# block 1

### Signal wires on met2, block 1

Drawn at 4 px/µm. Cells faint in the background.
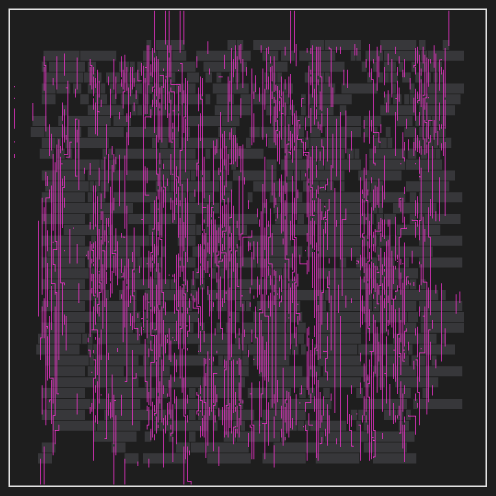

==> config.mk <==
export PLATFORM = sky130hd
export DESIGN_NAME = soc_uart_tx_flat
export DESIGN_NICKNAME = d
export VERILOG_FILES = /design/src/rtl/soc_uart_tx_if.sv /design/src/rtl/soc_uart_tx.sv /design/src/flat_wrapper.sv
export SDC_FILE = /design/constraint.sdc
export NUM_CORES = 1
export LEC_CHECK = 0
export ABC_AREA = 1
export CAP_MARGIN = 20
export CORE_MARGIN = 5
export CORE_UTILIZATION = 61
export DETAILED_ROUTE_END_ITERATION = 10
export PLACE_DENSITY_LB_ADDON = 0.05
export SLEW_MARGIN = 20
export SYNTH_ARGS = -nofsm -noshare
export SYNTH_HDL_FRONTEND = slang
export SYNTH_SLANG_ARGS = --single-unit
==> constraint.sdc <==
create_clock -name XCLK -period 3.3 [get_ports XCLK]
set_clock_uncertainty 0.1 [all_clocks]
set_input_delay 0.66 -clock XCLK [delete_from_list [all_inputs] [get_ports XCLK]]
set_output_delay 0.66 -clock XCLK [all_outputs]
set_load 0.005 [all_outputs]
==> src/rtl/soc_uart_tx_if.sv <==
// Write-port and status bundle between the SoC core and the UART transmitter.
// The core drives WR/WDATA/CLR; the transmitter returns the status fields.
interface soc_uart_tx_if #(
  parameter int FIFO_AW = 4
);
  logic               WR;
  logic [7:0]         WDATA;
  logic               CLR;
  logic               READY;
  logic               BUSY;
  logic [FIFO_AW:0]   LEVEL;
  logic               OVF;

  modport master (
    output WR, WDATA, CLR,
    input  READY, BUSY, LEVEL, OVF
  );

  modport slave (
    input  WR, WDATA, CLR,
    output READY, BUSY, LEVEL, OVF
  );
endinterface

==> src/rtl/soc_uart_tx.sv <==
// Buffered 8N1 UART transmitter: byte FIFO fed by the core's write port,
// drained by a baud-rate FSM that serialises each byte onto TXD.
//
// state   | meaning
// --------+----------------------------------------------------------
// S_IDLE  | line high, waiting for the FIFO to become non-empty
// S_START | start bit (low) for BAUD_DIV cycles
// S_DATA  | data bits, LSB first, BAUD_DIV cycles each
// S_STOP  | stop bit (high); pops next byte without gap if available
module soc_uart_tx #(
  parameter int BAUD_DIV = 2170,
  parameter int FIFO_AW  = 4
) (
  input  logic            XCLK,
  input  logic            XRES,
  soc_uart_tx_if.slave    bus,
  output logic            TXD
);

  localparam int DEPTH = 1 << FIFO_AW;
  localparam int CW    = $clog2(BAUD_DIV);
  localparam logic [CW-1:0]    CNT_LOAD = CW'(BAUD_DIV - 1);
  localparam logic [FIFO_AW:0] FULL     = (FIFO_AW + 1)'(DEPTH);

  typedef enum logic [1:0] {S_IDLE, S_START, S_DATA, S_STOP} state_t;

  state_t             state_q, state_d;
  logic [CW-1:0]      cnt_q, cnt_d;
  logic [2:0]         bit_q, bit_d;
  logic [7:0]         shift_q, shift_d;
  logic               txd_q, txd_d;
  logic               pop;

  logic [7:0]         mem [DEPTH];
  logic [FIFO_AW-1:0] wptr_q, rptr_q;
  logic [FIFO_AW:0]   level_q, level_d;
  logic               ready_q, ovf_q;
  logic               push, drop, not_empty, tick;

  // READY is registered from the previous level, so a full FIFO refuses a
  // write even when the FSM pops in the same cycle.
  assign push      = bus.WR & ready_q;
  assign drop      = bus.WR & ~ready_q;
  assign not_empty = (level_q != '0);
  assign tick      = (cnt_q == '0);

  // Occupancy after this cycle's push/pop
  always_comb begin
    level_d = level_q;
    case ({push, pop})
      2'b10:   level_d = level_q + (FIFO_AW + 1)'(1);
      2'b01:   level_d = level_q - (FIFO_AW + 1)'(1);
      default: level_d = level_q;
    endcase
  end

  // FIFO storage; contents are don't-care after reset since pointers clear
  always_ff @(posedge XCLK) begin
    if (push) mem[wptr_q] <= bus.WDATA;
  end

  // FIFO pointers, level, registered READY and sticky overflow flag
  always_ff @(posedge XCLK or negedge XRES) begin
    if (!XRES) begin
      wptr_q  <= '0;
      rptr_q  <= '0;
      level_q <= '0;
      ready_q <= 1'b1;
      ovf_q   <= 1'b0;
    end else begin
      if (push) wptr_q <= wptr_q + FIFO_AW'(1);
      if (pop)  rptr_q <= rptr_q + FIFO_AW'(1);
      level_q <= level_d;
      ready_q <= (level_d != FULL);
      if (drop)         ovf_q <= 1'b1;
      else if (bus.CLR) ovf_q <= 1'b0;
    end
  end

  // FSM state, baud counter, shifter and registered line output
  always_ff @(posedge XCLK or negedge XRES) begin
    if (!XRES) begin
      state_q <= S_IDLE;
      cnt_q   <= '0;
      bit_q   <= '0;
      shift_q <= '0;
      txd_q   <= 1'b1;
    end else begin
      state_q <= state_d;
      cnt_q   <= cnt_d;
      bit_q   <= bit_d;
      shift_q <= shift_d;
      txd_q   <= txd_d;
    end
  end

  // Next-state, next line value and FIFO pop request
  always_comb begin
    state_d = state_q;
    cnt_d   = tick ? CNT_LOAD : cnt_q - CW'(1);
    bit_d   = bit_q;
    shift_d = shift_q;
    txd_d   = txd_q;
    pop     = 1'b0;
    case (state_q)
      S_IDLE: begin
        txd_d = 1'b1;
        cnt_d = CNT_LOAD;
        if (not_empty) begin
          pop     = 1'b1;
          shift_d = mem[rptr_q];
          state_d = S_START;
          txd_d   = 1'b0;
        end
      end
      S_START: begin
        if (tick) begin
          state_d = S_DATA;
          bit_d   = 3'd0;
          txd_d   = shift_q[0];
        end
      end
      S_DATA: begin
        if (tick) begin
          if (bit_q == 3'd7) begin
            state_d = S_STOP;
            txd_d   = 1'b1;
          end else begin
            shift_d = shift_q >> 1;
            bit_d   = bit_q + 3'd1;
            txd_d   = shift_q[1];
          end
        end
      end
      S_STOP: begin
        if (tick) begin
          if (not_empty) begin
            pop     = 1'b1;
            shift_d = mem[rptr_q];
            state_d = S_START;
            txd_d   = 1'b0;
          end else begin
            state_d = S_IDLE;
          end
        end
      end
      default: begin
        state_d = S_IDLE;
        txd_d   = 1'b1;
      end
    endcase
  end

  assign bus.READY = ready_q;
  assign bus.LEVEL = level_q;
  assign bus.OVF   = ovf_q;
  assign bus.BUSY  = (state_q != S_IDLE) | not_empty;
  assign TXD       = txd_q;

endmodule
==> src/flat_wrapper.sv <==
// flat-port wrapper written by rule: the top's interface ports become plain ports
module soc_uart_tx_flat 
#(
  parameter int BAUD_DIV = 2170,
  parameter int FIFO_AW  = 4
)
  (XCLK, XRES, TXD, bus_WR, bus_WDATA, bus_CLR, bus_READY, bus_BUSY, bus_LEVEL, bus_OVF);
  soc_uart_tx_if #(.FIFO_AW(FIFO_AW)) bus_i ();
  input  logic XCLK;
  input  logic XRES;
  output logic TXD;
  input wire logic [$bits(bus_i.WR)-1:0] bus_WR;
  input wire logic [$bits(bus_i.WDATA)-1:0] bus_WDATA;
  input wire logic [$bits(bus_i.CLR)-1:0] bus_CLR;
  output wire logic [$bits(bus_i.READY)-1:0] bus_READY;
  output wire logic [$bits(bus_i.BUSY)-1:0] bus_BUSY;
  output wire logic [$bits(bus_i.LEVEL)-1:0] bus_LEVEL;
  output wire logic [$bits(bus_i.OVF)-1:0] bus_OVF;
  assign bus_i.WR = bus_WR;
  assign bus_i.WDATA = bus_WDATA;
  assign bus_i.CLR = bus_CLR;
  assign bus_READY = bus_i.READY;
  assign bus_BUSY = bus_i.BUSY;
  assign bus_LEVEL = bus_i.LEVEL;
  assign bus_OVF = bus_i.OVF;
  soc_uart_tx #(.BAUD_DIV(BAUD_DIV), .FIFO_AW(FIFO_AW)) u_core (.XCLK(XCLK), .XRES(XRES), .bus(bus_i), .TXD(TXD));
endmodule
# block 2

--- src/rtl/slavefifo_pkg.sv ---
// Shared definitions for the FX3 slave-FIFO stream-IN generator.
//   - FSM state encoding (3-bit)
//   - pattern_sel codes
//   - pattern seed constants (truncated to DATA_W by users)
//   - statistics counter widths (only with SLAVEFIFO_STREAM_IN_STATS_EN)
package slavefifo_pkg;

  localparam int unsigned STATE_W = 3;

  typedef enum logic [STATE_W-1:0] {
    ST_IDLE       = 3'd0,
    ST_WAIT_FLAGB = 3'd1,
    ST_WRITE      = 3'd2,
    ST_WR_DELAY   = 3'd3,
    ST_PKTEND     = 3'd4
  } state_e;

  localparam int unsigned PAT_SEL_W = 2;

  localparam logic [PAT_SEL_W-1:0] PAT_COUNTER = 2'd0;
  localparam logic [PAT_SEL_W-1:0] PAT_WALK    = 2'd1;
  localparam logic [PAT_SEL_W-1:0] PAT_ALT     = 2'd2;
  localparam logic [PAT_SEL_W-1:0] PAT_ONES    = 2'd3;

  localparam logic [31:0] SEED_COUNTER = 32'h0000_0000;
  localparam logic [31:0] SEED_WALK    = 32'h0000_0001;
  localparam logic [31:0] SEED_ALT     = 32'h5555_5555;
  localparam logic [31:0] SEED_ONES    = 32'hFFFF_FFFF;

`ifdef SLAVEFIFO_STREAM_IN_STATS_EN
  localparam int unsigned TOTAL_WORDS_W = 32;
  localparam int unsigned TOTAL_PKTS_W  = 16;
`endif

  // True in the states that drive slwr_n low.
  function automatic logic is_write_state(input state_e s);
    return (s == ST_WRITE) || (s == ST_WR_DELAY);
  endfunction

endpackage

--- src/rtl/slavefifo_stream_in_gen_if.sv ---
// Slave-FIFO stream-IN bus between the generator and its environment.
// Optional macro: SLAVEFIFO_STREAM_IN_STATS_EN adds total_words/total_pkts.
//   enable, pattern_sel, pkt_words, flaga_d, flagb_d : environment -> generator
//   slwr_n, pktend_n, data_out, busy (+ stats)        : generator -> environment
// modport master: generator side; modport slave: environment side.
interface slavefifo_stream_in_gen_if #(
  parameter int unsigned DATA_W = 32,
  parameter int unsigned PKT_W  = 16
) ();

  logic              enable;
  logic [1:0]        pattern_sel;
  logic [PKT_W-1:0]  pkt_words;
  logic              flaga_d;
  logic              flagb_d;
  logic              slwr_n;
  logic              pktend_n;
  logic [DATA_W-1:0] data_out;
  logic              busy;

`ifdef SLAVEFIFO_STREAM_IN_STATS_EN
  logic [slavefifo_pkg::TOTAL_WORDS_W-1:0] total_words;
  logic [slavefifo_pkg::TOTAL_PKTS_W-1:0]  total_pkts;

  modport master (
    input  enable, pattern_sel, pkt_words, flaga_d, flagb_d,
    output slwr_n, pktend_n, data_out, busy, total_words, total_pkts
  );

  modport slave (
    output enable, pattern_sel, pkt_words, flaga_d, flagb_d,
    input  slwr_n, pktend_n, data_out, busy, total_words, total_pkts
  );
`else
  modport master (
    input  enable, pattern_sel, pkt_words, flaga_d, flagb_d,
    output slwr_n, pktend_n, data_out, busy
  );

  modport slave (
    output enable, pattern_sel, pkt_words, flaga_d, flagb_d,
    input  slwr_n, pktend_n, data_out, busy
  );
`endif

endinterface

--- src/rtl/slavefifo_pattern_gen.sv ---
// Test-pattern register for the stream-IN generator.
//   clk, rst  : clock, async active-high reset (data -> 0)
//   load_seed : load the seed of pattern 'sel' (wins over advance)
//   advance   : step the pattern once (one written word)
//   sel       : pattern code (counter / walking ones / alternating / all ones)
//   data      : current pattern word
module slavefifo_pattern_gen
  import slavefifo_pkg::*;
#(
  parameter int unsigned DATA_W = 32
) (
  input  logic                 clk,
  input  logic                 rst,
  input  logic                 load_seed,
  input  logic                 advance,
  input  logic [PAT_SEL_W-1:0] sel,
  output logic [DATA_W-1:0]    data
);

  logic [DATA_W-1:0] data_q;
  logic [DATA_W-1:0] data_d;
  logic [DATA_W-1:0] seed_c;
  logic [DATA_W-1:0] step_c;

  // Seed and single-step successor for the selected pattern.
  always_comb begin
    seed_c = DATA_W'(SEED_COUNTER);
    step_c = data_q;
    case (sel)
      PAT_COUNTER: begin
        seed_c = DATA_W'(SEED_COUNTER);
        step_c = data_q + DATA_W'(1);
      end
      PAT_WALK: begin
        seed_c = DATA_W'(SEED_WALK);
        step_c = {data_q[DATA_W-2:0], data_q[DATA_W-1]};
      end
      PAT_ALT: begin
        seed_c = DATA_W'(SEED_ALT);
        step_c = ~data_q;
      end
      PAT_ONES: begin
        seed_c = DATA_W'(SEED_ONES);
        step_c = data_q;
      end
      default: begin
        seed_c = DATA_W'(SEED_COUNTER);
        step_c = data_q;
      end
    endcase
  end

  // Seed reload has priority over stepping.
  always_comb begin
    data_d = data_q;
    if (load_seed) begin
      data_d = seed_c;
    end else if (advance) begin
      data_d = step_c;
    end
  end

  always_ff @(posedge clk or posedge rst) begin
    if (rst) begin
      data_q <= '0;
    end else begin
      data_q <= data_d;
    end
  end

  assign data = data_q;

endmodule

--- src/rtl/slavefifo_stream_in_gen.sv ---
// FX3 slave-FIFO stream-IN writer driven by a selectable test pattern.
// Optional macro: SLAVEFIFO_STREAM_IN_STATS_EN adds total_words/total_pkts.
//   clk_100 : 100 MHz system clock
//   reset   : asynchronous active-high reset
//   bus     : slave-FIFO stream-IN interface (master modport)
//             enable, pattern_sel, pkt_words, flaga_d, flagb_d in;
//             slwr_n, pktend_n, data_out, busy (+ stats) out
module slavefifo_stream_in_gen
  import slavefifo_pkg::*;
#(
  parameter int unsigned DATA_W = 32,
  parameter int unsigned PKT_W  = 16
) (
  input  logic                       clk_100,
  input  logic                       reset,
  slavefifo_stream_in_gen_if.master  bus
);

  state_e               state_q, state_d;
  logic [PAT_SEL_W-1:0] sel_q, sel_d;
  logic [PKT_W-1:0]     n_q, n_d;
  logic [PKT_W-1:0]     cnt_q, cnt_d;
  logic                 fresh_q, fresh_d;
  logic                 slwr_n_q, slwr_n_d;
  logic                 pktend_n_q, pktend_n_d;
  logic                 busy_q, busy_d;

  logic                 writing_c;
  logic                 last_word_c;
  logic                 start_c;
  logic                 load_seed_c;
  logic [PAT_SEL_W-1:0] pat_sel_c;

`ifdef SLAVEFIFO_STREAM_IN_STATS_EN
  logic [TOTAL_WORDS_W-1:0] total_words_q, total_words_d;
  logic [TOTAL_PKTS_W-1:0]  total_pkts_q, total_pkts_d;
`endif

  // Next-state, counters and registered output decode.
  always_comb begin
    state_d    = state_q;
    sel_d      = sel_q;
    n_d        = n_q;
    cnt_d      = cnt_q;
    fresh_d    = fresh_q;

    writing_c   = is_write_state(state_q);
    // cnt_q holds words already written, so the current word is cnt_q+1.
    last_word_c = (n_q != '0) && (cnt_q == (n_q - PKT_W'(1)));
    start_c     = (state_q == ST_IDLE) && bus.enable && bus.flaga_d;

    unique case (state_q)
      ST_IDLE: begin
        if (start_c) begin
          state_d = ST_WAIT_FLAGB;
          sel_d   = bus.pattern_sel;
          n_d     = bus.pkt_words;
        end
      end
      ST_WAIT_FLAGB: begin
        if (!bus.enable) begin
          state_d = ST_IDLE;
        end else if (bus.flagb_d) begin
          state_d = ST_WRITE;
        end
      end
      ST_WRITE: begin
        if (!bus.enable) begin
          state_d = ST_IDLE;
        end else if (last_word_c) begin
          state_d = ST_PKTEND;
        end else if (!bus.flagb_d) begin
          state_d = ST_WR_DELAY;
        end
      end
      ST_WR_DELAY: begin
        state_d = last_word_c ? ST_PKTEND : ST_IDLE;
      end
      ST_PKTEND: begin
        state_d = ST_IDLE;
      end
      default: begin
        state_d = ST_IDLE;
      end
    endcase

    // Packet word counter: survives IDLE gaps, saturates in continuous mode.
    if (!bus.enable) begin
      cnt_d = '0;
    end else if (state_q == ST_PKTEND) begin
      cnt_d = '0;
    end else if (writing_c && (cnt_q != '1)) begin
      cnt_d = cnt_q + PKT_W'(1);
    end

    // After reset or enable=0 the next start must reseed the pattern.
    if (!bus.enable) begin
      fresh_d = 1'b1;
    end else if (start_c) begin
      fresh_d = 1'b0;
    end

    load_seed_c = !bus.enable || (start_c && fresh_q);
    pat_sel_c   = (state_q == ST_IDLE) ? bus.pattern_sel : sel_q;

    // Outputs are decoded from the next state so they align with state_q.
    slwr_n_d   = !is_write_state(state_d);
    pktend_n_d = (state_d != ST_PKTEND);
    busy_d     = (state_d != ST_IDLE);

`ifdef SLAVEFIFO_STREAM_IN_STATS_EN
    total_words_d = total_words_q;
    total_pkts_d  = total_pkts_q;
    if (!bus.enable) begin
      total_words_d = '0;
      total_pkts_d  = '0;
    end else begin
      if (writing_c) begin
        total_words_d = total_words_q + TOTAL_WORDS_W'(1);
      end
      if (state_q == ST_PKTEND) begin
        total_pkts_d = total_pkts_q + TOTAL_PKTS_W'(1);
      end
    end
`endif
  end

  // State and output registers.
  always_ff @(posedge clk_100 or posedge reset) begin
    if (reset) begin
      state_q       <= ST_IDLE;
      sel_q         <= PAT_COUNTER;
      n_q           <= '0;
      cnt_q         <= '0;
      fresh_q       <= 1'b1;
      slwr_n_q      <= 1'b1;
      pktend_n_q    <= 1'b1;
      busy_q        <= 1'b0;
`ifdef SLAVEFIFO_STREAM_IN_STATS_EN
      total_words_q <= '0;
      total_pkts_q  <= '0;
`endif
    end else begin
      state_q       <= state_d;
      sel_q         <= sel_d;
      n_q           <= n_d;
      cnt_q         <= cnt_d;
      fresh_q       <= fresh_d;
      slwr_n_q      <= slwr_n_d;
      pktend_n_q    <= pktend_n_d;
      busy_q        <= busy_d;
`ifdef SLAVEFIFO_STREAM_IN_STATS_EN
      total_words_q <= total_words_d;
      total_pkts_q  <= total_pkts_d;
`endif
    end
  end

  // Pattern register steps on every written word.
  slavefifo_pattern_gen #(
    .DATA_W (DATA_W)
  ) u_pattern_gen (
    .clk       (clk_100),
    .rst       (reset),
    .load_seed (load_seed_c),
    .advance   (writing_c),
    .sel       (pat_sel_c),
    .data      (bus.data_out)
  );

  assign bus.slwr_n   = slwr_n_q;
  assign bus.pktend_n = pktend_n_q;
  assign bus.busy     = busy_q;

`ifdef SLAVEFIFO_STREAM_IN_STATS_EN
  assign bus.total_words = total_words_q;
  assign bus.total_pkts  = total_pkts_q;
`endif

endmodule

--- src/flat_wrapper.sv ---
// flat-port wrapper written by rule: the top's interface ports become plain ports
module slavefifo_stream_in_gen_flat import slavefifo_pkg::*;
#(
  parameter int unsigned DATA_W = 32,
  parameter int unsigned PKT_W  = 16
)
  (clk_100, reset, bus_enable, bus_pattern_sel, bus_pkt_words, bus_flaga_d, bus_flagb_d, bus_slwr_n, bus_pktend_n, bus_data_out, bus_busy);
  slavefifo_stream_in_gen_if #(.DATA_W(DATA_W), .PKT_W(PKT_W)) bus_i ();
  input  logic clk_100;
  input  logic reset;
  input wire logic [$bits(bus_i.enable)-1:0] bus_enable;
  input wire logic [$bits(bus_i.pattern_sel)-1:0] bus_pattern_sel;
  input wire logic [$bits(bus_i.pkt_words)-1:0] bus_pkt_words;
  input wire logic [$bits(bus_i.flaga_d)-1:0] bus_flaga_d;
  input wire logic [$bits(bus_i.flagb_d)-1:0] bus_flagb_d;
  output wire logic [$bits(bus_i.slwr_n)-1:0] bus_slwr_n;
  output wire logic [$bits(bus_i.pktend_n)-1:0] bus_pktend_n;
  output wire logic [$bits(bus_i.data_out)-1:0] bus_data_out;
  output wire logic [$bits(bus_i.busy)-1:0] bus_busy;
  assign bus_i.enable = bus_enable;
  assign bus_i.pattern_sel = bus_pattern_sel;
  assign bus_i.pkt_words = bus_pkt_words;
  assign bus_i.flaga_d = bus_flaga_d;
  assign bus_i.flagb_d = bus_flagb_d;
  assign bus_slwr_n = bus_i.slwr_n;
  assign bus_pktend_n = bus_i.pktend_n;
  assign bus_data_out = bus_i.data_out;
  assign bus_busy = bus_i.busy;
  slavefifo_stream_in_gen #(.DATA_W(DATA_W), .PKT_W(PKT_W)) u_core (.clk_100(clk_100), .reset(reset), .bus(bus_i));
endmodule
--- config.mk ---
export PLATFORM = sky130hd
export DESIGN_NAME = slavefifo_stream_in_gen_flat
export DESIGN_NICKNAME = d
export VERILOG_FILES = /design/src/rtl/slavefifo_pkg.sv /design/src/rtl/slavefifo_stream_in_gen_if.sv /design/src/rtl/slavefifo_pattern_gen.sv /design/src/rtl/slavefifo_stream_in_gen.sv /design/src/flat_wrapper.sv
export SDC_FILE = /design/constraint.sdc
export NUM_CORES = 1
export LEC_CHECK = 0
export CORE_UTILIZATION = 60
export CTS_BUF_LIST = sky130_fd_sc_hd__clkbuf_4
export DETAILED_ROUTE_END_ITERATION = 10
export PLACE_DENSITY = 0.95
export SKIP_CTS_REPAIR_TIMING = 1
export SLEW_MARGIN = 15
export SYNTH_ARGS = -nofsm -noshare
export SYNTH_HDL_FRONTEND = slang
export SYNTH_SLANG_ARGS = --single-unit
--- constraint.sdc ---
create_clock -name clk_100 -period 7.2 [get_ports clk_100]
set_input_delay 1.44 -clock clk_100 [delete_from_list [all_inputs] [get_ports clk_100]]
set_output_delay 1.44 -clock clk_100 [all_outputs]
set_load 0.02 [all_outputs]
# block 3

`src/rtl/pic_pkg.sv`:
```
// Shared PIC16F core definitions: program counter width, hardware stack depth,
// and the stack operation decoded from the control unit's push/pop strobes.
package pic_pkg;

    localparam int PC_WIDTH    = 13;
    localparam int STACK_DEPTH = 8;

    typedef enum logic [1:0] {
        NONE    = 2'b00,
        PUSH    = 2'b01,
        POP     = 2'b10,
        REPLACE = 2'b11
    } stack_op_e;

    // Push and pop together means "replace the top entry", not two operations.
    function automatic stack_op_e decode_stack_op(input logic push_en, input logic pop_en);
        stack_op_e op;
        unique case ({push_en, pop_en})
            2'b10:   op = PUSH;
            2'b01:   op = POP;
            2'b11:   op = REPLACE;
            default: op = NONE;
        endcase
        return op;
    endfunction

endpackage

```
`src/rtl/pc_stack_regfile.sv`:
```
// DEPTH x WIDTH register array for the return-address stack.
// One synchronous write port, one asynchronous read port, synchronous reset to zero.
module pc_stack_regfile #(
    parameter int WIDTH = 13,
    parameter int DEPTH = 8,
    parameter int PTR_W = 3
) (
    input  logic             clk,
    input  logic             rst,
    input  logic             wr_en,
    input  logic [PTR_W-1:0] wr_addr,
    input  logic [WIDTH-1:0] wr_data,
    input  logic [PTR_W-1:0] rd_addr,
    output logic [WIDTH-1:0] rd_data
);

    logic [WIDTH-1:0] mem_q [DEPTH];
    logic [WIDTH-1:0] mem_d [DEPTH];

    // Next contents: only the addressed entry changes on a write.
    always_comb begin
        mem_d = mem_q;
        if (wr_en) begin
            mem_d[wr_addr] = wr_data;
        end
    end

    // Storage register, cleared to zero on reset.
    always_ff @(posedge clk) begin
        if (rst) begin
            mem_q <= '{default: '0};
        end else begin
            mem_q <= mem_d;
        end
    end

    assign rd_data = mem_q[rd_addr];

endmodule

```
`src/rtl/pc_stack.sv`:
```
// PIC16F hardware return-address stack: circular DEPTH-level stack with wrap
// on overflow/underflow, occupancy count and sticky overflow/underflow flags.
// Optional macro PC_STACK_FAULT_EN adds a registered one-cycle stack_fault
// pulse after every new overflow/underflow event (STVREN-style reset request).
module pc_stack
    import pic_pkg::*;
#(
    parameter int WIDTH = PC_WIDTH,
    parameter int DEPTH = STACK_DEPTH,
    parameter int PTR_W = $clog2(STACK_DEPTH)
) (
    input  logic             clk,
    input  logic             rst,
    input  logic             push_en,
    input  logic [WIDTH-1:0] push_data,
    input  logic             pop_en,
    output logic [WIDTH-1:0] pop_data,
    output logic [PTR_W:0]   depth,
    input  logic             flag_clr,
    output logic             ovf_flag,
    output logic             unf_flag,
    output logic             stack_fault
);

    localparam logic [PTR_W:0] FULL_DEPTH = (PTR_W+1)'(DEPTH);

    stack_op_e        op;
    logic [PTR_W-1:0] ptr_q, ptr_d;
    logic [PTR_W-1:0] top_addr;
    logic [PTR_W:0]   depth_q, depth_d;
    logic             ovf_q, ovf_d;
    logic             unf_q, unf_d;
    logic             ovf_event;
    logic             unf_event;
    logic             wr_en;
    logic [PTR_W-1:0] wr_addr;

    assign op       = decode_stack_op(push_en, pop_en);
    assign top_addr = ptr_q - PTR_W'(1);

    pc_stack_regfile #(
        .WIDTH (WIDTH),
        .DEPTH (DEPTH),
        .PTR_W (PTR_W)
    ) u_regfile (
        .clk     (clk),
        .rst     (rst),
        .wr_en   (wr_en),
        .wr_addr (wr_addr),
        .wr_data (push_data),
        .rd_addr (top_addr),
        .rd_data (pop_data)
    );

    // Pointer, occupancy and write-port control; pointer wraps naturally at PTR_W bits.
    always_comb begin
        ptr_d   = ptr_q;
        depth_d = depth_q;
        wr_en   = 1'b0;
        wr_addr = ptr_q;
        unique case (op)
            PUSH: begin
                wr_en   = 1'b1;
                wr_addr = ptr_q;
                ptr_d   = ptr_q + PTR_W'(1);
                if (depth_q != FULL_DEPTH) begin
                    depth_d = depth_q + (PTR_W+1)'(1);
                end
            end
            POP: begin
                ptr_d = top_addr;
                if (depth_q != '0) begin
                    depth_d = depth_q - (PTR_W+1)'(1);
                end
            end
            REPLACE: begin
                wr_en   = 1'b1;
                wr_addr = top_addr;
            end
            default: begin
            end
        endcase
    end

    // Sticky flags: a new event in the same cycle as flag_clr wins over the clear.
    always_comb begin
        ovf_event = (op == PUSH) && (depth_q == FULL_DEPTH);
        unf_event = (op == POP) && (depth_q == '0);
        ovf_d     = flag_clr ? 1'b0 : ovf_q;
        unf_d     = flag_clr ? 1'b0 : unf_q;
        if (ovf_event) begin
            ovf_d = 1'b1;
        end
        if (unf_event) begin
            unf_d = 1'b1;
        end
    end

    // Pointer, depth and flag registers.
    always_ff @(posedge clk) begin
        if (rst) begin
            ptr_q   <= '0;
            depth_q <= '0;
            ovf_q   <= 1'b0;
            unf_q   <= 1'b0;
        end else begin
            ptr_q   <= ptr_d;
            depth_q <= depth_d;
            ovf_q   <= ovf_d;
            unf_q   <= unf_d;
        end
    end

`ifdef PC_STACK_FAULT_EN
    logic fault_q, fault_d;

    // A fault pulses for every new event, even when the sticky flag is already set.
    always_comb begin
        fault_d = ovf_event | unf_event;
    end

    // Fault pulse register.
    always_ff @(posedge clk) begin
        if (rst) begin
            fault_q <= 1'b0;
        end else begin
            fault_q <= fault_d;
        end
    end

    assign stack_fault = fault_q;
`else
    assign stack_fault = 1'b0;
`endif

    assign depth    = depth_q;
    assign ovf_flag = ovf_q;
    assign unf_flag = unf_q;

endmodule

```
`config.mk`:
```
export PLATFORM = sky130hd
export DESIGN_NAME = pc_stack
export DESIGN_NICKNAME = d
export VERILOG_FILES = /design/src/rtl/pic_pkg.sv /design/src/rtl/pc_stack_regfile.sv /design/src/rtl/pc_stack.sv
export SDC_FILE = /design/constraint.sdc
export NUM_CORES = 1
export LEC_CHECK = 0
export ABC_CLOCK_PERIOD_IN_PS = 4300
export CAP_MARGIN = 20
export CORE_AREA = 5 5 100 102
export CTS_BUF_LIST = sky130_fd_sc_hd__clkbuf_4
export DETAILED_ROUTE_END_ITERATION = 16
export DIE_AREA = 0 0 105 107
export GPL_ROUTABILITY_DRIVEN = 0
export PLACE_DENSITY_LB_ADDON = 0.3
export SLEW_MARGIN = 10
export SYNTH_ARGS = -nofsm -noshare
export SYNTH_HDL_FRONTEND = slang
export SYNTH_SLANG_ARGS = --single-unit
```
`constraint.sdc`:
```
create_clock -name clk -period 4.3 [get_ports clk]
set_input_delay 0.645 -clock clk [delete_from_list [all_inputs] [get_ports clk]]
set_output_delay 0.645 -clock clk [all_outputs]
set_load 0.02 [all_outputs]
```
### Pin map, block 1

Drawn at 4 px/µm. Pins as bars across the die edge, other pins in grey.
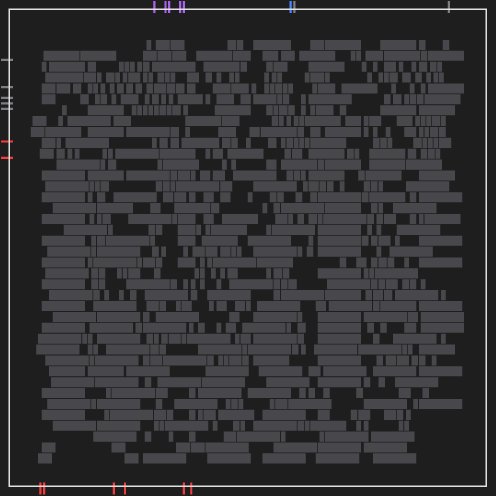
[bus_LEVEL] purple | pins: 5 | direction: output | edge: top
[bus_WDATA] red | pins: 8 | direction: input | edge: 6 bottom, 2 left
[bus_BUSY] blue | pins: 1 | direction: output | edge: top
all pins by edge: 8 top, 7 left, 6 bottom
Die X: 119 µm
Port Buffer Count: 20
DIE HEIGHT: 119 µm

Notes on 'Signal wires on met2' of block 1 above:
main direction: vertical
nets with wire on the layer: 544
routed vias: 4797
final WL: 15.6 mm
grt met2 use: 36.7%

==> results.sh, block 1 <==
# implementation run metrics
export IMPL_n_all_inverters=45
export IMPL_logic_gate_count=384
export IMPL_ys_chip_area_mm2=0.00723
export IMPL_largestClassByArea="flip-flops and latches"
export IMPL_grt_util_met1_pct=31.6
export IMPL_maxSlewHeadroom_pct=38.5
export IMPL_grt_remaining_overflow=0
export IMPL_yosys_area_top_type="edfxtp_1"
export IMPL_nClkBuffers=22
export IMPL_grt_pass1_vias=4718
export IMPL_syn_nets=651
export IMPL_tritoncts="done"
export IMPL_cp_slowest_cell="dfrtp_1"
export IMPL_rrSetupSlack_ns=0.55
export IMPL_dp_hpwl_mm=10.1
export IMPL_grt_busiest_layer="met2"
export IMPL_end_kind="flip-flop"
export IMPL_r2r_end="u_core.bus.READY"
export IMPL_numCtsBuffers=17
export IMPL_p_comb_mw=0.626
export IMPL_outcome="completed"
export IMPL_cp_required_ns=3.55
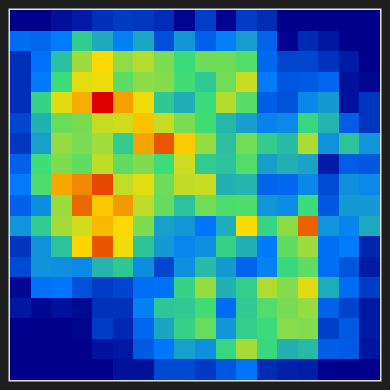
*Wire density map, block 2*
Drawn at 4 px/µm. 18 x 18 tiles, from dark blue (low) to red (high), scaled to the fullest tile. Values are wire area over tile area, all layers added.
fullest tile: 0.80
emptiest ninth of the die: bottom left
nearly empty tiles: 9.9%
mean over tiles: 0.28
tiles over half the peak: 28%
routed vias: 5021
final WL: 14.0 mm
GR Util All Layers: 33.6%

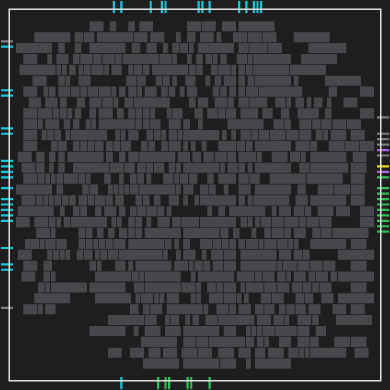
*Pin map, block 2*
Drawn at 4 px/µm. Pins as bars across the die edge, other pins in grey.
[bus_pktend_n] yellow | pins: 1 | direction: output | edge: right
[bus_pattern_sel] purple | pins: 2 | direction: input | edge: right
[bus_pkt_words] green | pins: 16 | direction: input | edge: 10 right, 6 bottom
[bus_data_out] cyan | pins: 32 | direction: output | edge: 18 left, 13 top, 1 bottom
all pins by edge: 20 left, 18 right, 13 top, 7 bottom
Die X: 92.5 µm
Port Buffer Count: 57
DIE HEIGHT: 92.5 µm

==> results.sh, block 2 <==
# implementation run metrics
export IMPL_grtUsageMet3_pct=5.42
export IMPL_h_tree_depth=3
export IMPL_p_clk_share_pct=17.3
export IMPL_synthAdderAreaFrac_pct=2.29
export IMPL_yosys_area_share_simple_pct=21.5
export IMPL_drt_pass1_iter_count=6
export IMPL_ys_seq_share_pct=37.3
export IMPL_whs_ns=0.502
export IMPL_largestClassByArea="logic gates"
export IMPL_numCtsBuffers=9
export IMPL_utilization_pct=72.4
export IMPL_pg_seq_mw=0.680
export IMPL_final_area_mm2=0.00565
export IMPL_first_iter_violations=591
export IMPL_cp_slowest_cell="nor2b_1"
export IMPL_grt_pass1_vias=4718
export IMPL_switching_share_pct=43.8
export IMPL_end_kind="flip-flop"
export IMPL_compound_area_share_pct=22.4
export IMPL_routedWlPerCell_um=19.1
export IMPL_rr_startpoint="u_core.state_q[0]"
export IMPL_maxSlewViolCount=0
export IMPL_outcome="completed"
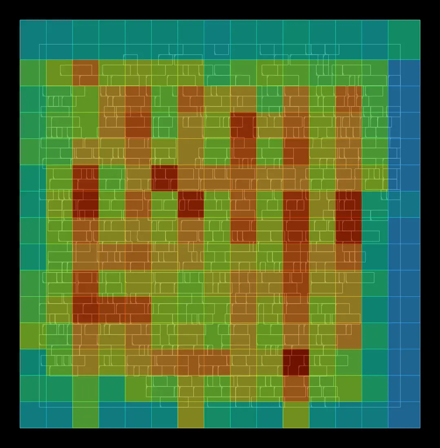
*Track usage over the die, block 3*
GRT busiest layer: met2
met1 global-route usage: 25.8%
WL/cell: 17.2 µm
post-layout util: 65.0%
GR Util All Layers: 19.7%

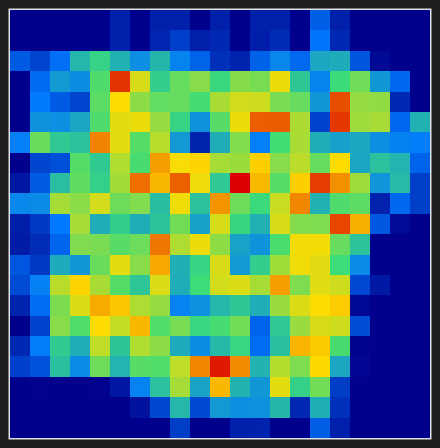
*Wire density map, block 3*
Drawn at 4 px/µm. 21 x 21 tiles, from dark blue (low) to red (high), scaled to the fullest tile. Values are wire area over tile area, all layers added.
emptiest ninth of the die: bottom right
nearly empty tiles: 21%
mean over tiles: 0.15
fullest tile: 0.41
densest ninth of the die: middle
tiles over half the peak: 37%
final WL: 10.7 mm
routed vias: 3586

==> results.sh, block 3 <==
# implementation run metrics
export IMPL_outcome="completed"
export IMPL_syn_area_per_cell_um2=10.9
export IMPL_use_met2_pct=31.3
export IMPL_netlist_area_mm2=0.00528
export IMPL_drc=0
export IMPL_clk_share_pct=4.80
export IMPL_synth_main_ff_cell="dfxtp_1"
export IMPL_grtUsageMet3_pct=5.18
export IMPL_rrSetupSlack_ns=1.43
export IMPL_rr_startpoint="ptr_q[1]"
export IMPL_syn_to_final_growth_pct=11.1
export IMPL_wl_met1_mm=5.03
export IMPL_wl_met3_um=446
export IMPL_root_buffer="clkbuf_4"
export IMPL_max_stage_delay_ns=0.58
export IMPL_cp_startpoint="ptr_q[1]"
export IMPL_clock_sinks=113
export IMPL_first_iter_violations=170
export IMPL_skew_ns=0.0150
export IMPL_cp_slowest_cell="mux4_2"
export IMPL_yosysWarnings=0
export IMPL_final_antenna_net_count=0
export IMPL_period_minus_slack_ns=3.81
export IMPL_path_max_fanout=31
export IMPL_ios=38
export IMPL_flop_area_mm2=0.00226
export IMPL_path_clk_slew_ns=0.10
export IMPL_nNetsFinal=522
export IMPL_logic_gate_count=312

==> gallery <==
Met3 routing.
Drawn at 4 px/µm. Cells faint in the background.
image #1
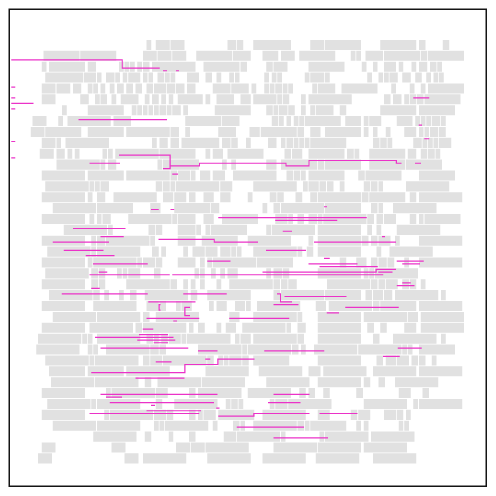
image #2
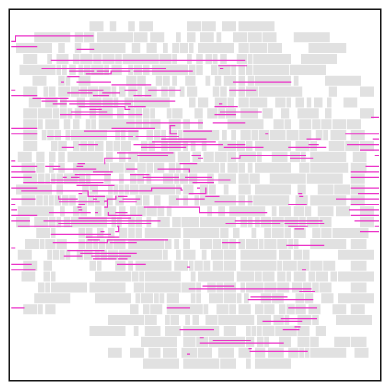
image #3
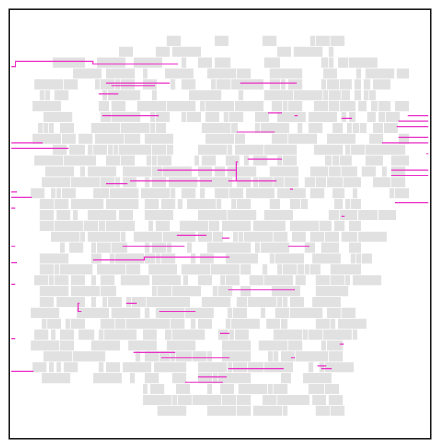
| picture | from |
|---|---|
| image #2 | block 2 |
| image #3 | block 3 |
| image #1 | block 1 |
The one with the largest die is image #1.

Key to image #2:
nets with wire on the layer: 124
main direction: horizontal


# block 4

### Signal wires on met2, block 4

Drawn at 6 px/µm. Cells faint in the background.
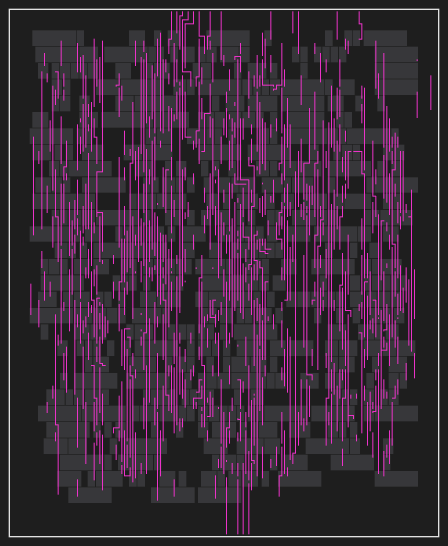

[src/rtl/pulse_timebase.sv]
// Programmable tick generator: divides clk by a run-time period, with a cascaded slow tick
// every SUB_RATIO ticks. Define PULSE_TIMEBASE_TICK_COUNT_EN to add a 32-bit tick_count output.
module pulse_timebase #(
  parameter int DIV_WIDTH   = 16,
  parameter int DEFAULT_DIV = 50000,
  parameter int SUB_RATIO   = 1000
) (
  input  logic                 clk,
  input  logic                 rst,
  input  logic                 start,
  input  logic                 stop,
  input  logic                 oneshot,
  input  logic [DIV_WIDTH-1:0] div_in,
  output logic                 tick,
  output logic                 tick_slow,
  output logic                 busy,
  output logic                 done
`ifdef PULSE_TIMEBASE_TICK_COUNT_EN
  ,
  output logic [31:0]          tick_count
`endif
);

  localparam int SLOW_W = $clog2(SUB_RATIO) + 1;
  localparam logic [DIV_WIDTH-1:0] DEFAULT_PERIOD = DIV_WIDTH'(DEFAULT_DIV);
  localparam logic [SLOW_W-1:0]    SLOW_LAST      = SLOW_W'(SUB_RATIO - 1);

  typedef enum logic {IDLE, RUN} state_t;

  state_t               state;
  logic [DIV_WIDTH-1:0] prescaler;
  logic [DIV_WIDTH-1:0] period;
  logic [SLOW_W-1:0]    slow_cnt;
  logic                 oneshot_q;

  // period is never 0 while running, so period-1 cannot underflow.
  logic tick_due;
  assign tick_due = (state == RUN) && (prescaler == period - DIV_WIDTH'(1));

  // NOTE: all state below uses non-blocking assignments so every register samples
  // the pre-edge values of the others, regardless of statement order.
  always_ff @(posedge clk) begin
    if (rst) begin
      state     <= IDLE;
      prescaler <= '0;
      period    <= '0;
      slow_cnt  <= '0;
      oneshot_q <= 1'b0;
      tick      <= 1'b0;
      tick_slow <= 1'b0;
      busy      <= 1'b0;
      done      <= 1'b0;
    end else if (stop) begin
      state     <= IDLE;
      prescaler <= '0;
      slow_cnt  <= '0;
      tick      <= 1'b0;
      tick_slow <= 1'b0;
      busy      <= 1'b0;
      done      <= 1'b0;
    end else if (start) begin
      // A start while running is a restart; holding start keeps the timebase at phase 0.
      state     <= RUN;
      period    <= (div_in == '0) ? DEFAULT_PERIOD : div_in;
      oneshot_q <= oneshot;
      prescaler <= '0;
      slow_cnt  <= '0;
      tick      <= 1'b0;
      tick_slow <= 1'b0;
      busy      <= 1'b1;
      done      <= 1'b0;
    end else begin
      case (state)
        RUN: begin
          if (tick_due) begin
            prescaler <= '0;
            tick      <= 1'b1;
            if (slow_cnt == SLOW_LAST) begin
              slow_cnt  <= '0;
              tick_slow <= 1'b1;
            end else begin
              slow_cnt  <= slow_cnt + SLOW_W'(1);
              tick_slow <= 1'b0;
            end
            // One-shot retires on its first tick; done coincides with that tick.
            if (oneshot_q) begin
              state <= IDLE;
              busy  <= 1'b0;
              done  <= 1'b1;
            end else begin
              done  <= 1'b0;
            end
          end else begin
            prescaler <= prescaler + DIV_WIDTH'(1);
            tick      <= 1'b0;
            tick_slow <= 1'b0;
            done      <= 1'b0;
          end
        end
        default: begin
          prescaler <= '0;
          tick      <= 1'b0;
          tick_slow <= 1'b0;
          busy      <= 1'b0;
          done      <= 1'b0;
        end
      endcase
    end
  end

`ifdef PULSE_TIMEBASE_TICK_COUNT_EN
  // Cleared by an accepted start, kept through stop so software can read the final count.
  always_ff @(posedge clk) begin
    if (rst) begin
      tick_count <= '0;
    end else if (!stop && start) begin
      tick_count <= '0;
    end else if (!stop && tick_due) begin
      tick_count <= tick_count + 32'd1;
    end
  end
`endif

endmodule

[config.mk]
export PLATFORM = sky130hd
export DESIGN_NAME = pulse_timebase
export DESIGN_NICKNAME = d
export VERILOG_FILES = /design/src/rtl/pulse_timebase.sv
export SDC_FILE = /design/constraint.sdc
export NUM_CORES = 1
export LEC_CHECK = 0
export ABC_AREA = 1
export CAP_MARGIN = 20
export CORE_ASPECT_RATIO = 1.25
export CORE_MARGIN = 3
export CORE_UTILIZATION = 60
export CTS_CLUSTER_SIZE = 14
export DETAILED_ROUTE_END_ITERATION = 8
export DONT_BUFFER_PORTS = 1
export PLACE_DENSITY = 0.74
export SYNTH_ARGS = -nofsm -noshare
export SYNTH_HDL_FRONTEND = slang
export SYNTH_SLANG_ARGS = --single-unit
[constraint.sdc]
create_clock -name clk -period 2.7 [get_ports clk]
set_clock_uncertainty 0.2 [all_clocks]
set_input_delay 0.54 -clock clk [delete_from_list [all_inputs] [get_ports clk]]
set_output_delay 0.54 -clock clk [all_outputs]
set_load 0.05 [all_outputs]
# block 5

## config.mk

```make
export PLATFORM = sky130hd
export DESIGN_NAME = ctrl_pipe
export DESIGN_NICKNAME = d
export VERILOG_FILES = /design/src/rtl/ctrl_pipe_pkg.sv /design/src/rtl/ctrl_pipe_stage.sv /design/src/rtl/ctrl_pipe.sv
export SDC_FILE = /design/constraint.sdc
export NUM_CORES = 1
export LEC_CHECK = 0
export CAP_MARGIN = 15
export CORE_MARGIN = 2
export CORE_UTILIZATION = 36
export CTS_CLUSTER_DIAMETER = 60
export DETAILED_ROUTE_END_ITERATION = 16
export GPL_TIMING_DRIVEN = 1
export PLACE_DENSITY = 0.81
export SETUP_SLACK_MARGIN = 0.4
export SLEW_MARGIN = 20
export SYNTH_ARGS = -nofsm -noshare
export SYNTH_HDL_FRONTEND = slang
export SYNTH_SLANG_ARGS = --single-unit
```

## constraint.sdc

```tcl
create_clock -name clk -period 1.2 [get_ports clk]
set_input_delay 0.18 -clock clk [delete_from_list [all_inputs] [get_ports clk]]
set_output_delay 0.18 -clock clk [all_outputs]
set_load 0.03 [all_outputs]
```

## src/rtl/ctrl_pipe_pkg.sv

```systemverilog
// ctrl_pipe_pkg: control-bundle field layout, default width and bubble constant
package ctrl_pipe_pkg;
  localparam int CTRL_W_DEF = 13;
  localparam int RF_EN = 0;
  localparam int MEM_EN = 1;
  localparam int MEM_RW = 2;
  localparam int MEM_SIZE = 3;
  localparam int LOAD = 4;
  localparam int ALU_OP_LO = 5;
  localparam int ALU_OP_HI = 8;
  localparam int S_BIT = 9;
  localparam int B_BL = 10;
  localparam int AM_LO = 11;
  localparam int AM_HI = 12;
  localparam logic [CTRL_W_DEF-1:0] CTRL_BUBBLE = '0;
endpackage

```

## src/rtl/ctrl_pipe_stage.sv

```systemverilog
// ctrl_pipe_stage: one control register stage with flush > hold > bubble > load priority
module ctrl_pipe_stage import ctrl_pipe_pkg::*; #(
  parameter int W = CTRL_W_DEF
) (
  input  logic         clk,
  input  logic         reset,
  input  logic         hold,
  input  logic         flush,
  input  logic         load_bubble,
  input  logic [W-1:0] d,
  input  logic         valid_d,
  output logic [W-1:0] q,
  output logic         valid_q
);
  always_ff @(posedge clk)
    if (reset || flush) begin
      q <= '0;
      valid_q <= 1'b0;
    end else if (!hold) begin
      q <= load_bubble ? '0 : d;
      valid_q <= valid_d & ~load_bubble;
    end
endmodule

```

## src/rtl/ctrl_pipe.sv

```systemverilog
// ctrl_pipe: parametrised control pipeline with stall/flush/bubbles; CTRL_PIPE_PERF_EN adds counters
module ctrl_pipe import ctrl_pipe_pkg::*; #(
  parameter int STAGES = 3,
  parameter int CTRL_W = CTRL_W_DEF,
  parameter int CNT_W = 32
) (
  input  logic                     clk,
  input  logic                     reset,
  input  logic [CTRL_W-1:0]        ctrl_in,
  input  logic                     in_valid,
  input  logic                     hazard_bubble,
  input  logic [STAGES-1:0]        stall,
  input  logic [STAGES-1:0]        flush,
  output logic [STAGES*CTRL_W-1:0] ctrl_out,
  output logic [STAGES-1:0]        valid_out,
  output logic [CTRL_W-1:0]        id_ctrl,
  output logic                     id_stall,
  output logic [CNT_W-1:0]         bubble_cnt,
  output logic [CNT_W-1:0]         stall_cnt
);
  logic [STAGES-1:0] hold;
  logic id_valid;
  // a stall anywhere downstream freezes every stage upstream of it
  always_comb begin
    hold = '0;
    for (int k = 0; k < STAGES; k++) hold[k] = |(stall >> k);
  end
  assign id_valid = in_valid & ~hazard_bubble;
  assign id_ctrl = id_valid ? ctrl_in : '0;
  assign id_stall = hold[0];
  for (genvar s = 0; s < STAGES; s++) begin : g_stage
    if (s == 0) begin : g_first
      ctrl_pipe_stage #(.W(CTRL_W)) u_stage (
        .clk(clk), .reset(reset), .hold(hold[0]), .flush(flush[0]), .load_bubble(1'b0),
        .d(id_ctrl), .valid_d(id_valid),
        .q(ctrl_out[0 +: CTRL_W]), .valid_q(valid_out[0])
      );
    end else begin : g_next
      ctrl_pipe_stage #(.W(CTRL_W)) u_stage (
        .clk(clk), .reset(reset), .hold(hold[s]), .flush(flush[s]), .load_bubble(hold[s-1]),
        .d(ctrl_out[(s-1)*CTRL_W +: CTRL_W]), .valid_d(valid_out[s-1]),
        .q(ctrl_out[s*CTRL_W +: CTRL_W]), .valid_q(valid_out[s])
      );
    end
  end
`ifdef CTRL_PIPE_PERF_EN
  localparam logic [CNT_W-1:0] CNT_MAX = '1;
  always_ff @(posedge clk)
    if (reset) begin
      bubble_cnt <= '0;
      stall_cnt <= '0;
    end else begin
      if (!hold[0] && !id_valid && bubble_cnt != CNT_MAX) bubble_cnt <= bubble_cnt + 1'b1;
      if (hold[0] && stall_cnt != CNT_MAX) stall_cnt <= stall_cnt + 1'b1;
    end
`else
  assign bubble_cnt = '0;
  assign stall_cnt = '0;
`endif
endmodule

```


==> screenshots <==
Pin map.
Drawn at 6 px/µm. Pins as bars across the die edge, other pins in grey.
panel A
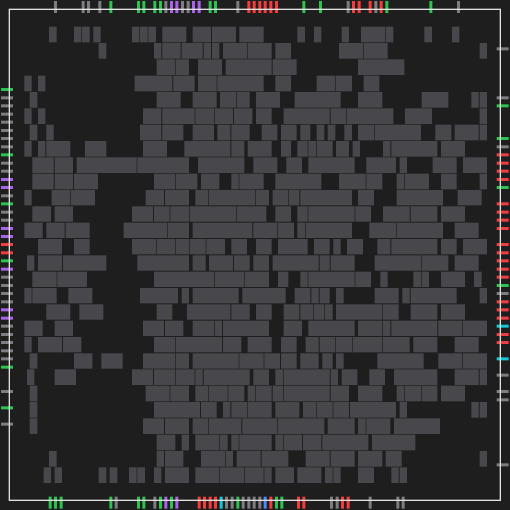
panel B
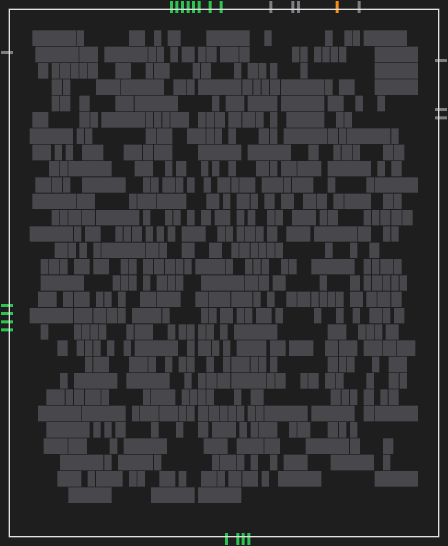
For block 5, see panel A.
For block 4, see panel B.
Of these, most pins: panel A

Key to panel B:
[start] orange | pins: 1 | direction: input | edge: top
[div_in] green | pins: 16 | direction: input | edge: 8 top, 4 bottom, 4 left
all pins by edge: 13 top, 5 left, 4 bottom, 3 right

### Met3 routing, block 4

Drawn at 6 px/µm. Cells faint in the background.
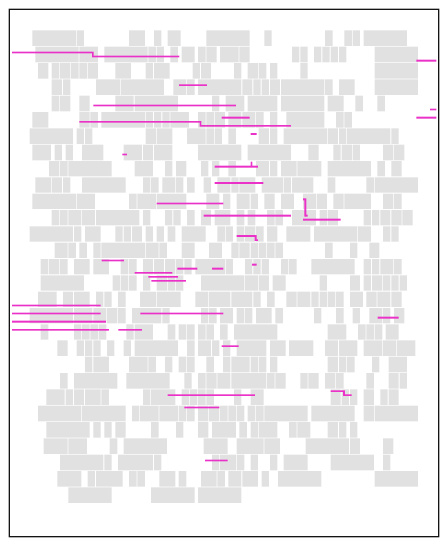
nets with wire on the layer: 26
wire length on this layer: 292 µm
longest straight run: 23.5 µm
share of all routed wire: 4.0%
main direction: horizontal
final WL: 7.32 mm
met3 GRT Util: 4.25%
routed vias: 2981

About 'Signal wires on met2' of block 4:
main direction: vertical
share of all routed wire: 51%
grt met2 use: 45.2%

==> results.sh, block 4 <==
# implementation run metrics
export IMPL_fin_ws_ns=0.272
export IMPL_grt_pass1_vias=2907
export IMPL_drt_pass1_iter_count=4
export IMPL_antenna_found_initial=0
export IMPL_clock_power_mw=0.440
export IMPL_synthArstFlopShare_pct=0
export IMPL_post_cts_resized=0
export IMPL_power_leader="sequential cells"
export IMPL_gp_congestion=0.927
export IMPL_wl_met3_um=291
export IMPL_p_comb_mw=0.328
export IMPL_outcome="completed"
export IMPL_clk_share_pct=2.66
export IMPL_edf_count=0
export IMPL_whs_ns=0.103
export IMPL_met2_wirelength_mm=3.75
export IMPL_max_stage_delay_ns=0.34
export IMPL_p_comb_share_pct=21.4
export IMPL_grt_util_met1_pct=28.6
export IMPL_syn_to_final_growth_pct=5.98
export IMPL_grt_remaining_overflow=0
export IMPL_min_to="period[8]"
export IMPL_fp_row_count=29
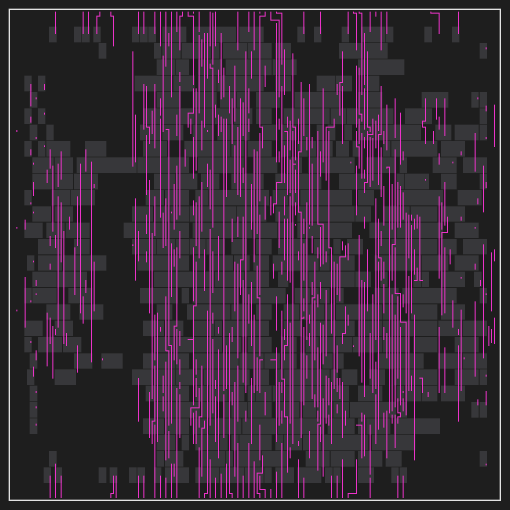
*Signal wires on met2, block 5*
Drawn at 6 px/µm. Cells faint in the background.
main direction: vertical
longest straight run: 56.8 µm
nets with wire on the layer: 377
share of all routed wire: 55%
wire length on this layer: 3640 µm
final WL: 6.58 mm
routed vias: 2055
grt met2 use: 33.8%

==> results.sh, block 5 <==
# implementation run metrics
export IMPL_nClkBuffers=7
export IMPL_top_cell="buf_4"
export IMPL_via_per_inst=4.42
export IMPL_critical_path_class="in -> out"
export IMPL_outcome="completed"
export IMPL_holdCritStartpoint="ctrl_in[3]"
export IMPL_grt_total_usage_pct=17.7
export IMPL_dpl_cell_count=403
export IMPL_reg_largest_list="g_stage.g_next.u_stage.q x26, g_stage.g_first.u_stage.q x13, g_stage.g_next.u_stage.valid_q x2"
export IMPL_stdcell_count=465
export IMPL_ff_count=42
export IMPL_syn_to_final_growth_pct=78.5
export IMPL_grt_busiest_layer="met2"
export IMPL_num_tap_cells=75
export IMPL_numCtsBuffers=5
export IMPL_flop_area_um2=901
export IMPL_hp_class="in -> reg"
export IMPL_hold_viol_final=0
export IMPL_buf_share_pct=39.7
export IMPL_cts_setup_buffers=42
export IMPL_clk_path_buf_depth=2
export IMPL_cp_common_cell="buf_6"
export IMPL_place_area_mm2=0.00276
export IMPL_synth_cells_yosys=261
export IMPL_first_iter_violations=46
export IMPL_common_cells="68 x buf_4, 42 x dfxtp_1, 29 x nand2_1"
export IMPL_whs_ns=0.283
export IMPL_critPathCapture="id_ctrl[12]"


## Gallery

Wire density map.
shot_01.png
Drawn at 3 px/µm. 24 x 24 tiles, from dark blue (low) to red (high), scaled to the fullest tile. Values are wire area over tile area, all layers added.
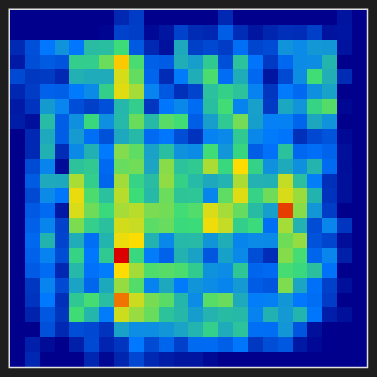
shot_02.png
Drawn at 4 px/µm. 14 x 18 tiles, from dark blue (low) to red (high), scaled to the fullest tile. Values are wire area over tile area, all layers added.
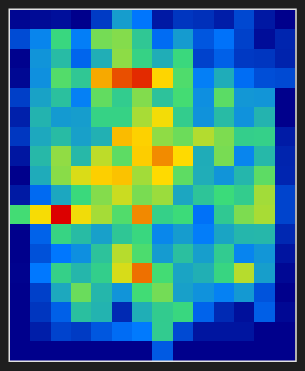
shot_03.png
Drawn at 4 px/µm. 16 x 16 tiles, from dark blue (low) to red (high), scaled to the fullest tile. Values are wire area over tile area, all layers added.
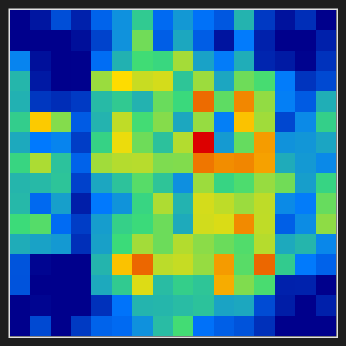
The one with the largest die is shot_01.png.
- shot_03.png = block 5
- shot_01.png = block 1
- shot_02.png = block 4

